==================== ram_arbiter
ram_arbiter, cell density map:
Drawn at 4 px/µm. The die is cut into 9 by 9 equal tiles; white is low, dark blue is high, 0 to 100% covered.
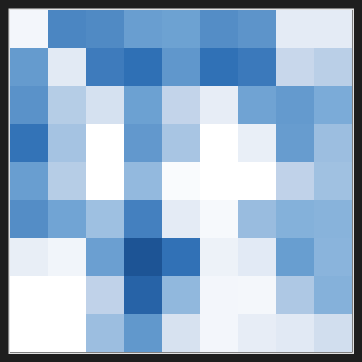

--- config.mk ---
export PLATFORM = sky130hd
export DESIGN_NAME = ram_arbiter
export DESIGN_NICKNAME = d
export VERILOG_FILES = /design/src/rtl/ram_arbiter.sv
export SDC_FILE = /design/constraint.sdc
export NUM_CORES = 1
export LEC_CHECK = 0
export CAP_MARGIN = 20
export CELL_PAD_IN_SITES_DETAIL_PLACEMENT = 0
export CELL_PAD_IN_SITES_GLOBAL_PLACEMENT = 1
export CORE_UTILIZATION = 14
export CTS_CLUSTER_SIZE = 24
export DETAILED_ROUTE_END_ITERATION = 10
export HOLD_SLACK_MARGIN = 0.06
export PLACE_DENSITY = 0.9
export SYNTH_ARGS = -nofsm -noshare
export SYNTH_HDL_FRONTEND = slang
export SYNTH_SLANG_ARGS = --single-unit
--- constraint.sdc ---
create_clock -name clk -period 1.73 [get_ports clk]
set_clock_uncertainty 0.1 [all_clocks]
set_input_delay 0.346 -clock clk [delete_from_list [all_inputs] [get_ports clk]]
set_output_delay 0.346 -clock clk [all_outputs]
set_load 0.02 [all_outputs]
--- src/rtl/ram_arbiter.sv ---
// Two-port arbiter for the single-port synchronous data RAM: A (CPU) and B (loader/DMA) with
// round-robin priority, a length-capped B burst lock, and read-data routing to the owning port.
module ram_arbiter #(
   parameter int AW       = 13,
   parameter int DW       = 16,
   parameter int MAX_LOCK = 16
) (
   input  logic          clk,
   input  logic          reset,
   input  logic          a_req,
   input  logic          a_we,
   input  logic [AW-1:0] a_addr,
   input  logic [DW-1:0] a_wdata,
   output logic          a_gnt,
   output logic          a_rvalid,
   output logic [DW-1:0] a_rdata,
   input  logic          b_req,
   input  logic          b_we,
   input  logic [AW-1:0] b_addr,
   input  logic [DW-1:0] b_wdata,
   input  logic          b_lock,
   output logic          b_gnt,
   output logic          b_rvalid,
   output logic [DW-1:0] b_rdata,
   output logic [DW-1:0] ram_data,
   output logic          ram_load,
   output logic [AW-1:0] ram_address,
   input  logic [DW-1:0] ram_out
);
   localparam int CW = $clog2(MAX_LOCK) + 1;

   typedef enum logic {UNLOCKED, LOCKED} state_t;

   state_t        state, state_nx;
   logic          prio_b, prio_b_nx;
   logic [CW-1:0] lock_cnt, lock_cnt_nx;
   logic          rd_vld, rd_own;

   always_comb begin
      a_gnt = 1'b0;
      b_gnt = 1'b0;
      if (!reset) begin
         if (state == LOCKED && b_req) begin
            b_gnt = 1'b1;
         end else if (a_req && b_req) begin
            b_gnt = prio_b;
            a_gnt = !prio_b;
         end else begin
            a_gnt = a_req;
            b_gnt = b_req;
         end
      end
   end

   always_comb begin
      ram_load    = 1'b0;
      ram_address = '0;
      ram_data    = '0;
      if (a_gnt) begin
         ram_load    = a_we;
         ram_address = a_addr;
         ram_data    = a_wdata;
      end else if (b_gnt) begin
         ram_load    = b_we;
         ram_address = b_addr;
         ram_data    = b_wdata;
      end
   end

   always_comb begin
      state_nx    = state;
      lock_cnt_nx = lock_cnt;
      prio_b_nx   = prio_b;
      if (a_gnt) prio_b_nx = 1'b1;
      if (b_gnt) prio_b_nx = 1'b0;
      case (state)
         UNLOCKED: begin
            // a cap of 1 means the entry grant already exhausts the burst
            if (b_gnt && b_lock && MAX_LOCK > 1) begin
               state_nx    = LOCKED;
               lock_cnt_nx = CW'(1);
            end
         end
         LOCKED: begin
            if (!b_req || !b_lock) begin
               state_nx    = UNLOCKED;
               lock_cnt_nx = '0;
            end else if (lock_cnt == CW'(MAX_LOCK - 1)) begin
               state_nx    = UNLOCKED;
               lock_cnt_nx = '0;
               prio_b_nx   = 1'b0;
            end else begin
               lock_cnt_nx = lock_cnt + CW'(1);
            end
         end
         default: begin
            state_nx    = UNLOCKED;
            lock_cnt_nx = '0;
         end
      endcase
   end

   always_ff @(posedge clk) begin
      if (reset) begin
         state    <= UNLOCKED;
         lock_cnt <= '0;
         prio_b   <= 1'b0;
         rd_vld   <= 1'b0;
         rd_own   <= 1'b0;
      end else begin
         state    <= state_nx;
         lock_cnt <= lock_cnt_nx;
         prio_b   <= prio_b_nx;
         rd_vld   <= (a_gnt && !a_we) || (b_gnt && !b_we);
         rd_own   <= b_gnt;
      end
   end

   assign a_rvalid = rd_vld && !rd_own;
   assign b_rvalid = rd_vld && rd_own;
   assign a_rdata  = a_rvalid ? ram_out : '0;
   assign b_rdata  = b_rvalid ? ram_out : '0;
endmodule

==================== valid_ready_level_fifo
## config.mk

```make
export PLATFORM = sky130hd
export DESIGN_NAME = valid_ready_level_fifo
export DESIGN_NICKNAME = d
export VERILOG_FILES = /design/src/rtl/valid_ready_level_fifo.sv
export SDC_FILE = /design/constraint.sdc
export NUM_CORES = 1
export LEC_CHECK = 0
export ABC_AREA = 1
export CORE_AREA = 2 2 50 99
export CTS_CLUSTER_SIZE = 8
export DETAILED_ROUTE_END_ITERATION = 7
export DIE_AREA = 0 0 52 101
export PLACE_DENSITY = 0.58
export SKIP_LAST_GASP = 1
export SYNTH_ARGS = -nofsm -noshare
export SYNTH_HDL_FRONTEND = slang
export SYNTH_SLANG_ARGS = --single-unit
```

## constraint.sdc

```tcl
create_clock -name clock -period 2.3 [get_ports clock]
set_clock_uncertainty 0.2 [all_clocks]
set_input_delay 0.46 -clock clock [delete_from_list [all_inputs] [get_ports clock]]
set_output_delay 0.46 -clock clock [all_outputs]
set_load 0.01 [all_outputs]
```

## src/rtl/valid_ready_level_fifo.sv

```systemverilog
// Synchronous valid/ready FIFO with first-word fall-through, occupancy level,
// programmable almost-full/almost-empty flags and a synchronous flush.
module valid_ready_level_fifo #(
    parameter int unsigned WIDTH                  = 8,
    parameter int unsigned DEPTH                  = 4,
    parameter int unsigned ALMOST_FULL_THRESHOLD  = DEPTH - 1,
    parameter int unsigned ALMOST_EMPTY_THRESHOLD = 1
) (
    input  logic                       clock,
    input  logic                       resetn,
    input  logic                       flush,
    input  logic [WIDTH-1:0]           write_data,
    input  logic                       write_valid,
    output logic                       write_ready,
    output logic                       full,
    output logic                       almost_full,
    output logic [WIDTH-1:0]           read_data,
    output logic                       read_valid,
    input  logic                       read_ready,
    output logic                       empty,
    output logic                       almost_empty,
    output logic [$clog2(DEPTH+1)-1:0] level
);

    localparam int unsigned PTR_W = $clog2(DEPTH);
    localparam int unsigned LVL_W = $clog2(DEPTH + 1);

    logic [WIDTH-1:0] mem [DEPTH];
    logic [PTR_W-1:0] wr_ptr;
    logic [PTR_W-1:0] rd_ptr;
    logic [LVL_W-1:0] level_nxt;
    logic             do_write;
    logic             do_read;

    // Pointers wrap explicitly so non-power-of-two depths work.
    function automatic logic [PTR_W-1:0] ptr_inc(input logic [PTR_W-1:0] p);
        return (p == PTR_W'(DEPTH - 1)) ? '0 : p + PTR_W'(1);
    endfunction

    // Status flags are decoded from the registered level only.
    assign full         = (level == LVL_W'(DEPTH));
    assign empty        = (level == '0);
    assign almost_full  = (level >= LVL_W'(ALMOST_FULL_THRESHOLD));
    assign almost_empty = (level <= LVL_W'(ALMOST_EMPTY_THRESHOLD));

    // Flush blocks both handshakes; write side never looks at read_ready.
    assign write_ready = ~full & ~flush;
    assign read_valid  = ~empty & ~flush;
    assign do_write    = write_valid & write_ready;
    assign do_read     = read_valid & read_ready;

    assign read_data = mem[rd_ptr];

    always_comb begin
        level_nxt = level;
        unique case ({do_write, do_read})
            2'b10:   level_nxt = level + LVL_W'(1);
            2'b01:   level_nxt = level - LVL_W'(1);
            default: level_nxt = level;
        endcase
    end

    always_ff @(posedge clock or negedge resetn) begin
        if (!resetn) begin
            wr_ptr <= '0;
            rd_ptr <= '0;
            level  <= '0;
        end else if (flush) begin
            wr_ptr <= '0;
            rd_ptr <= '0;
            level  <= '0;
        end else begin
            if (do_write) begin
                wr_ptr <= ptr_inc(wr_ptr);
            end
            if (do_read) begin
                rd_ptr <= ptr_inc(rd_ptr);
            end
            level <= level_nxt;
        end
    end

    // Storage is intentionally not reset; contents are only observed when read_valid.
    always_ff @(posedge clock) begin
        if (do_write) begin
            mem[wr_ptr] <= write_data;
        end
    end

endmodule
```

==================== vec_lsu
### config.mk
export PLATFORM = sky130hd
export DESIGN_NAME = vec_lsu
export DESIGN_NICKNAME = d
export VERILOG_FILES = /design/src/rtl/vec_lsu.sv
export SDC_FILE = /design/constraint.sdc
export NUM_CORES = 1
export LEC_CHECK = 0
export CAP_MARGIN = 20
export CORE_AREA = 2 2 170 172
export CTS_BUF_LIST = sky130_fd_sc_hd__clkbuf_2
export DETAILED_ROUTE_END_ITERATION = 12
export DIE_AREA = 0 0 172 174
export GPL_TIMING_DRIVEN = 0
export PLACE_DENSITY = 0.8
export SLEW_MARGIN = 40
export SYNTH_ARGS = -nofsm -noshare
export SYNTH_HDL_FRONTEND = slang
export SYNTH_SLANG_ARGS = --single-unit
### constraint.sdc
create_clock -name clk -period 4.7 [get_ports clk]
set_input_delay 0.705 -clock clk [delete_from_list [all_inputs] [get_ports clk]]
set_output_delay 0.705 -clock clk [all_outputs]
set_load 0.05 [all_outputs]
### src/rtl/vec_lsu.sv
// ---------------------------------------------------------------------------
// vec_lsu : multi-beat vector load/store sequencer
//
// Moves one LANES-lane vector between the word-wide data memory and the
// vector register file, one lane per clock. A load gathers words from memory
// into an internal buffer and then writes the whole vector to the register
// file in one commit cycle. A store scatters a buffered snapshot of a vector
// register into memory. The walk is strided and each lane can be masked off.
// Lane 0 occupies the MSBs of a packed vector and lane LANES-1 the LSBs.
//
// Ports
//   clk           : clock, all state updates on the rising edge
//   reset         : synchronous, active-high
//   start         : request, sampled only while idle
//   op            : 0 = load (mem -> vreg), 1 = store (vreg -> mem)
//   base_addr     : byte address of lane 0
//   stride        : byte increment between lanes (0 allowed)
//   vreg          : vector register index
//   lane_mask     : bit i enables lane i
//   busy          : high whenever the sequencer is not idle
//   done          : one-cycle completion pulse
//   mem_addr      : address presented to memory (holds outside beats)
//   mem_wr_en     : memory write strobe
//   mem_data_out  : store data
//   mem_data_in   : memory read data, combinational from mem_addr
//   vreg_rd_addr  : combinational pass-through of vreg
//   vreg_rd_data  : vector register read data, combinational
//   vreg_wr_en    : vector register write strobe
//   vreg_wr_addr  : vector register write index
//   vreg_wr_data  : vector register write data
// ---------------------------------------------------------------------------
module vec_lsu #(
  parameter int LANES   = 4,
  parameter int WORD_W  = 32,
  parameter int ADDR_W  = 32,
  parameter int VREG_AW = 5
) (
  input  logic                      clk,
  input  logic                      reset,
  input  logic                      start,
  input  logic                      op,
  input  logic [ADDR_W-1:0]         base_addr,
  input  logic [ADDR_W-1:0]         stride,
  input  logic [VREG_AW-1:0]        vreg,
  input  logic [LANES-1:0]          lane_mask,
  output logic                      busy,
  output logic                      done,
  output logic [ADDR_W-1:0]         mem_addr,
  output logic                      mem_wr_en,
  output logic [WORD_W-1:0]         mem_data_out,
  input  logic [WORD_W-1:0]         mem_data_in,
  output logic [VREG_AW-1:0]        vreg_rd_addr,
  input  logic [LANES*WORD_W-1:0]   vreg_rd_data,
  output logic                      vreg_wr_en,
  output logic [VREG_AW-1:0]        vreg_wr_addr,
  output logic [LANES*WORD_W-1:0]   vreg_wr_data
);

  // A single-lane vector still needs a one-bit counter to keep the
  // declarations legal; it simply never leaves zero.
  localparam int CNT_W = (LANES > 1) ? $clog2(LANES) : 1;
  localparam int BUF_W = LANES * WORD_W;

  typedef enum logic [1:0] {
    ST_IDLE,
    ST_BEAT,
    ST_COMMIT,
    ST_DONE
  } state_t;

  state_t              r_state;
  state_t              w_nextState;

  logic                r_op;
  logic [ADDR_W-1:0]   r_addr;
  logic [ADDR_W-1:0]   r_stride;
  logic [VREG_AW-1:0]  r_vreg;
  logic [LANES-1:0]    r_mask;
  logic [BUF_W-1:0]    r_buf;
  logic [CNT_W-1:0]    r_cnt;

  logic                w_lastBeat;
  logic                w_laneEn;
  logic [WORD_W-1:0]   w_laneData;

  assign w_lastBeat   = (r_cnt == CNT_W'(LANES - 1));
  assign vreg_rd_addr = vreg;

  // Select the mask bit and buffered word of the lane handled in this beat.
  // A decode loop keeps every part select constant, which works for any
  // LANES including 1.
  always_comb begin
    w_laneEn   = 1'b0;
    w_laneData = '0;
    for (int i = 0; i < LANES; i++) begin
      if (r_cnt == CNT_W'(i)) begin
        w_laneEn   = r_mask[i];
        w_laneData = r_buf[(LANES-1-i)*WORD_W +: WORD_W];
      end
    end
  end

  // Next-state logic. A start that arrives while busy is simply not looked
  // at; only IDLE samples it.
  always_comb begin
    w_nextState = r_state;
    case (r_state)
      ST_IDLE:   if (start) w_nextState = ST_BEAT;
      ST_BEAT:   if (w_lastBeat) w_nextState = r_op ? ST_DONE : ST_COMMIT;
      ST_COMMIT: w_nextState = ST_DONE;
      ST_DONE:   w_nextState = ST_IDLE;
      default:   w_nextState = ST_IDLE;
    endcase
  end

  // Output decodes. Strobes come straight from the registered state, so
  // they can never fire in IDLE or DONE. Write data is zeroed outside the
  // cycle that qualifies it so idle outputs are quiet.
  always_comb begin
    busy         = (r_state != ST_IDLE);
    done         = (r_state == ST_DONE);
    mem_addr     = r_addr;
    mem_wr_en    = 1'b0;
    mem_data_out = '0;
    vreg_wr_en   = 1'b0;
    vreg_wr_addr = '0;
    vreg_wr_data = '0;
    if (r_state == ST_BEAT && r_op) begin
      mem_wr_en    = w_laneEn;
      mem_data_out = w_laneData;
    end
    if (r_state == ST_COMMIT) begin
      vreg_wr_en   = 1'b1;
      vreg_wr_addr = r_vreg;
      vreg_wr_data = r_buf;
    end
  end

  // State register and datapath. On start the request is latched and the
  // addressed register is snapshotted into the buffer: a load merges memory
  // words over that snapshot so masked lanes keep their old contents, and a
  // store sends the snapshot so later register writes cannot leak in.
  // The address accumulator stops advancing on the last beat so mem_addr
  // holds the final lane address afterwards.
  always_ff @(posedge clk) begin
    if (reset) begin
      r_state  <= ST_IDLE;
      r_op     <= 1'b0;
      r_addr   <= '0;
      r_stride <= '0;
      r_vreg   <= '0;
      r_mask   <= '0;
      r_buf    <= '0;
      r_cnt    <= '0;
    end else begin
      r_state <= w_nextState;
      case (r_state)
        ST_IDLE: begin
          if (start) begin
            r_op     <= op;
            r_addr   <= base_addr;
            r_stride <= stride;
            r_vreg   <= vreg;
            r_mask   <= lane_mask;
            r_buf    <= vreg_rd_data;
            r_cnt    <= '0;
          end
        end
        ST_BEAT: begin
          if (!r_op && w_laneEn) begin
            for (int i = 0; i < LANES; i++) begin
              if (r_cnt == CNT_W'(i)) begin
                r_buf[(LANES-1-i)*WORD_W +: WORD_W] <= mem_data_in;
              end
            end
          end
          if (!w_lastBeat) begin
            r_cnt  <= r_cnt + 1'b1;
            r_addr <= r_addr + r_stride;
          end
        end
        default: begin
        end
      endcase
    end
  end

endmodule


==> notes/layouts.md <==
Pictures saved along the way, in no particular order.

Clock nets.
(a)
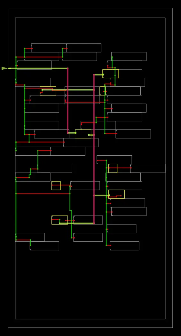
(b)
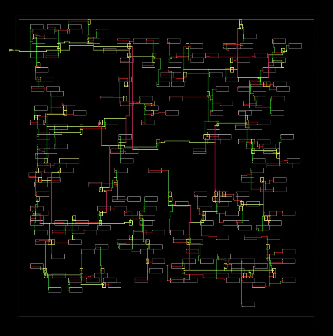
(c)
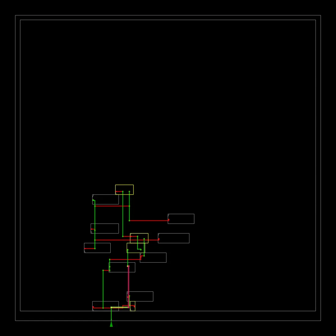
The one with the most clock buffers is (b).
The one with the most sequential cells is (b).
For vec_lsu, see (b).
For ram_arbiter, see (c).
For valid_ready_level_fifo, see (a).

vec_lsu, signal wires by layer:
Drawn at 3 px/µm.
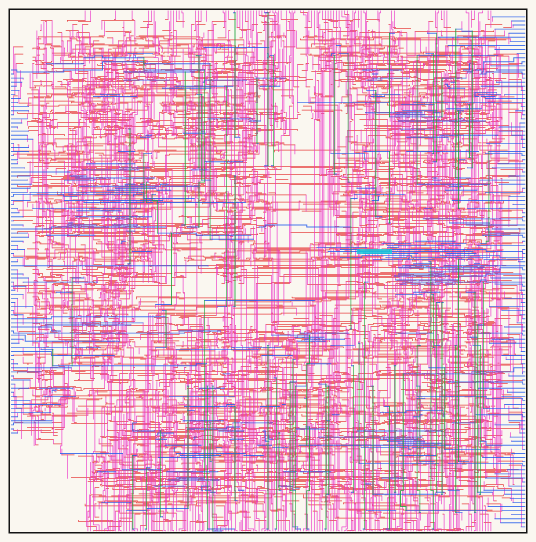
Key: met2 = magenta [wire length 25.8 mm]; met1 = red [wire length 22.2 mm]; met3 = blue [wire length 4,960 µm]; met4 = green [wire length 2,950 µm]; met5 = cyan [wire length 10.1 µm]
Detailed Route WL: 55,900 µm
drt wl/cell: 22.1 µm
via count: 14.4k

==> run_results.csv, vec_lsu <==
group,metric,value,unit
outcome,status,"finished, final reports clean",
yosys,synth_stat.cells,1606,
clocking,ctsHoldBuffers,0,
worst_setup_path,slowest_stage,"clkdlybuf4s50_1",
placement,dp_hpwl,43200,µm
yosys,yosys.area.top_type_share,32.8,%
pwr,p_per_area,678,mW/mm²
sta,period_used_share,96.8,%
pwr,switchingPower,0.00645,W
layout,buffer_area_share,27.7,%
pwr,seq-power,0.00322,W
routing,drt-met1-wl,22200,µm
layout,mostFrequentLayoutCells,"clkdlybuf4s50_1 (410), nor2_1 (264), dfxtp_1 (206), a21oi_1 (181), a211oi_1 (146)",
yosys,synth-seq-cells,206,
sta,max_slew_margin,41.4,%
run,maxCapViolCount,0,
pwr,power-top-group,"combinational cells",
clocking,numClockSinks,206,
grt,antenna_found_initial,8,
worst_setup_path,cpLargestDelayFamily,"buffers and inverters",
yosys,syn_area_per_cell,7.84,µm²
routing,drtIter0Drc,1198,
yosys,logic_family,"simple AND/OR/NAND/NOR gates",
vec_lsu: state kept, by name (all words and copies together) (netlist names):
signal / count
r_cnt: 2
r_op: 1
r_vreg: 5
r_mask: 4
r_state: 2
r_buf: 128
mem_addr: 32
r_stride: 32
vec_lsu: per-stage QoR:
step | util (%) | std cells | power (W) | hold slack (ns)
6_report | 63.7 | 2537 | 0.0122 | 0.393
5_1_grt | 63.7 | 2534 | 0.0130 | 0.333
4_1_cts | 63.6 | 2530 | 0.0121 | 0.346
3_5_place_dp | 61.9 | 2431 | 0.0108 | 0.443
3_3_place_gp | 61.9 | 2431 | 0.0106 | 0.438
2_1_floorplan | - | 1606 | 0.00823 | 0.432
vec_lsu: cell families (layout without fill, tap and decap cells):
family	after synthesis	count (layout)
buffers and inverters	150	689
AND/OR/NAND/NOR	615	615
flip-flops	206	206
AND-OR/OR-AND	427	427
multiplexers	144	144
other	0	8
adder cells (fa/ha/maj)	41	41
XOR/XNOR	23	23
vec_lsu: what timing repair did:
| action | 4_1_cts | 5_1_grt |
|---|---|---|
| setup endpoints to repair | 55 | 29 |
| hold endpoints to repair | 0 | 0 |
| gates resized | 25 | 18 |
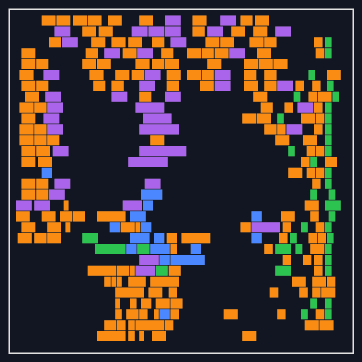
ram_arbiter: drive-strength map
Drawn at 4 px/µm.
Key: drive 6 and up = purple [cells 42]; drive 1 or less = orange [cells 182]; drive 2 = green [cells 38]; drive 3 to 4 = blue [cells 16]
Non-Clock Buffer Count: 165
final instance area: 0.00267 mm²

## Picture notes: 'cell density map' of ram_arbiter
2.5% of the tiles are over 75% full. The densest ninth of the die: top middle. 11% of the tiles are nearly empty.
Core ar.: 0.00676 mm²
utilization after layout: 39.5%

==> run_results.csv, ram_arbiter <==
group,metric,value,unit
sta,setup_viol,30,
yosys,muxShareOfSynthArea,0,%
yosys,xor_area_share,0,%
outcome,status,"finished with violations",
clocking,cts-root-buf,"clkbuf_8",
placement,place_congestion,0.762,
grt,grt_pass1_wl,7450,µm
routing,first_pass_iters,4,
pwr,p_int,0.000765,W
sta,setup_ws,-0.205,ns
layout,lay_top_count,"clkdlybuf4s50_1",
worst_setup_path,rr_endpoint,"rd_vld$_SDFF_PP0_",
layout,n_fill_cell,707,
pwr,switchingPower,0.000351,W
sta,rsz0062_at_grt,"yes",
clocking,numClockSinks,9,
yosys,synth-seq-cells,9,
pwr,p_clk_share,22.2,%
routing,drtAntennaViolNets,0,
grt,met1_usage,14.4,%
clocking,ctsHoldBuffers,0,
layout,mostFrequentLayoutCells,"clkdlybuf4s50_1 (77), buf_6 (33), a22o_1 (31), buf_2 (18)",
outcome,failed_checks,"setup timing",
worst_setup_path,crit_path_end,"ram_data[6]",
clocking,cts_resized,286,
worst_setup_path,cp_cell_sequence,"o21ai_2, and3_4, bufbuf_16, a22o_1, buf_6",
yosys,synth-warning-count,0,
yosys,yosys.area.top_type_share,27.7,%
==> ram_arbiter: through the flow <==
step	TNS [ns]	std cells	hold slack (ns)
floorplan	-0.451	120	0.325
global placement	-35.79	346	0.345
detailed placement	-36.19	346	0.350
CTS	-6.25	360	0.359
global route	-6.60	358	0.370
finish	-5.15	358	0.366
==> ram_arbiter: cell type report <==
| type | instances | area share [%] |
|---|---|---|
| clock buffer | 4 | 1.69 |
| inverter | 5 | 0.703 |
| sequential | 9 | 6.93 |
| timing repair buffer | 165 | 60.0 |
| multi-input combinational | 95 | 27.0 |
| tap | 80 | 3.75 |
==> ram_arbiter: power groups by stage <==
| stage | clock (W) | sequential [W] | combinational (W) |
|---|---|---|---|
| floorplan | 0 | 0.000225 | 0.000229 |
| global placement | 0 | 0.000224 | 0.000595 |
| detailed placement | 0 | 0.000224 | 0.000600 |
| CTS | 0.000250 | 0.000220 | 0.000650 |
| global route | 0.000272 | 0.000220 | 0.000688 |
| finish | 0.000248 | 0.000220 | 0.000649 |
==> ram_arbiter: worst min-delay path, cell delays in order, from the launching register on <==
cell     delay (ns)
dfxtp_1        0.33
nand2_1        0.06
a21oi_1        0.03
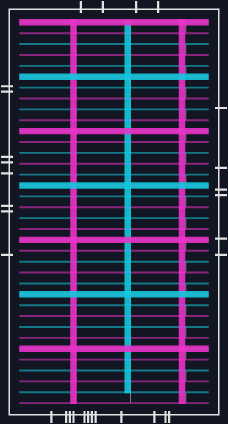
valid_ready_level_fifo: supply network
Drawn at 4 px/µm. Pins as bars on the die edge. Tap cells in grey.
Key: VDD = cyan; VSS = magenta
30 signal pins sit on the boundary. 3 straps on met4. 7 straps on met5. 55 tap cells. 36 met1 rails follow the rows.
Core ar.: 0.00451 mm²
Die Height: 101 µm
die width: 52 µm
IR drop worst, VDD: 610 µV

==> run_results.csv, valid_ready_level_fifo <==
group,metric,value,unit
outcome,status,"finished, final reports clean",
clocking,cts_buffers,5,
sta,worstMarginPinSlew,0.322,ns
routing,top_layer_used,"met4",
sta,setup_ws,0.0559,ns
routing,num_vias,1243,
routing,vias_per_cell,4.84,
pwr,powerClk,0.000445,W
yosys,syn_area_per_cell,11.8,µm²
layout,n_fill_cell,411,
pwr,p_total,0.00256,W
die,taps,55,
layout,fin_cells,257,
yosys,synth.distinct_cells,23,
routing,drt-met1-wl,1420,µm
pwr,seq-power,0.000937,W
die,initCoreUtil,38.8,%
pwr,seq_power_share,36.5,%
clocking,numClockSinks,39,
layout,flop_area,0.00114,mm²
routing,wl_met2,1710,µm
routing,drtIter0Drc,12,
grt,grt_max_degree,14,
pwr,p_comb,0.00118,W
placement,place_congestion,0.720,
pwr,p_int,0.00165,W
valid_ready_level_fifo: logic make-up (layout without fill, tap and decap cells):
kind of cell             Yosys count  count (layout)  synth area share (%)
XOR/XNOR                           1               1                 0.501
buffers and inverters             19              73                  4.22
adder cells (fa/ha/maj)           10              10                  7.16
AND/OR/NAND/NOR                   45              45                  11.7
flip-flops                        39              39                  65.0
AND-OR/OR-AND                     34              34                  11.4
valid_ready_level_fifo: path summary, 6_finish.rpt:
check / startpoint / cells after the start / end
setup / recovery: level[1]$_DFFE_PN0P_ / 7 / almost_full
hold / removal: resetn / 1 / wr_ptr[1]$_DFFE_PN0P_
setup reg to reg: level[1]$_DFFE_PN0P_ / 7 / mem[2][3]$_DFFE_PP_
hold reg to reg: level[1]$_DFFE_PN0P_ / 2 / level[1]$_DFFE_PN0P_
max in group asynchronous: resetn / 1 / level[2]$_DFFE_PN0P_
min in group clock: level[1]$_DFFE_PN0P_ / 2 / level[1]$_DFFE_PN0P_
valid_ready_level_fifo: worst reg2reg max path, stage by stage (launching register included):
cell and delay (ns):
dfrtp_1 0.39, inv_2 0.09, ha_4 0.18, nand2_1 0.08, buf_4 0.12, nand3_4 0.10, nor2_1 0.11, buf_4 0.20

Power figures rest on the tool's default switching activity, not on a simulated workload.
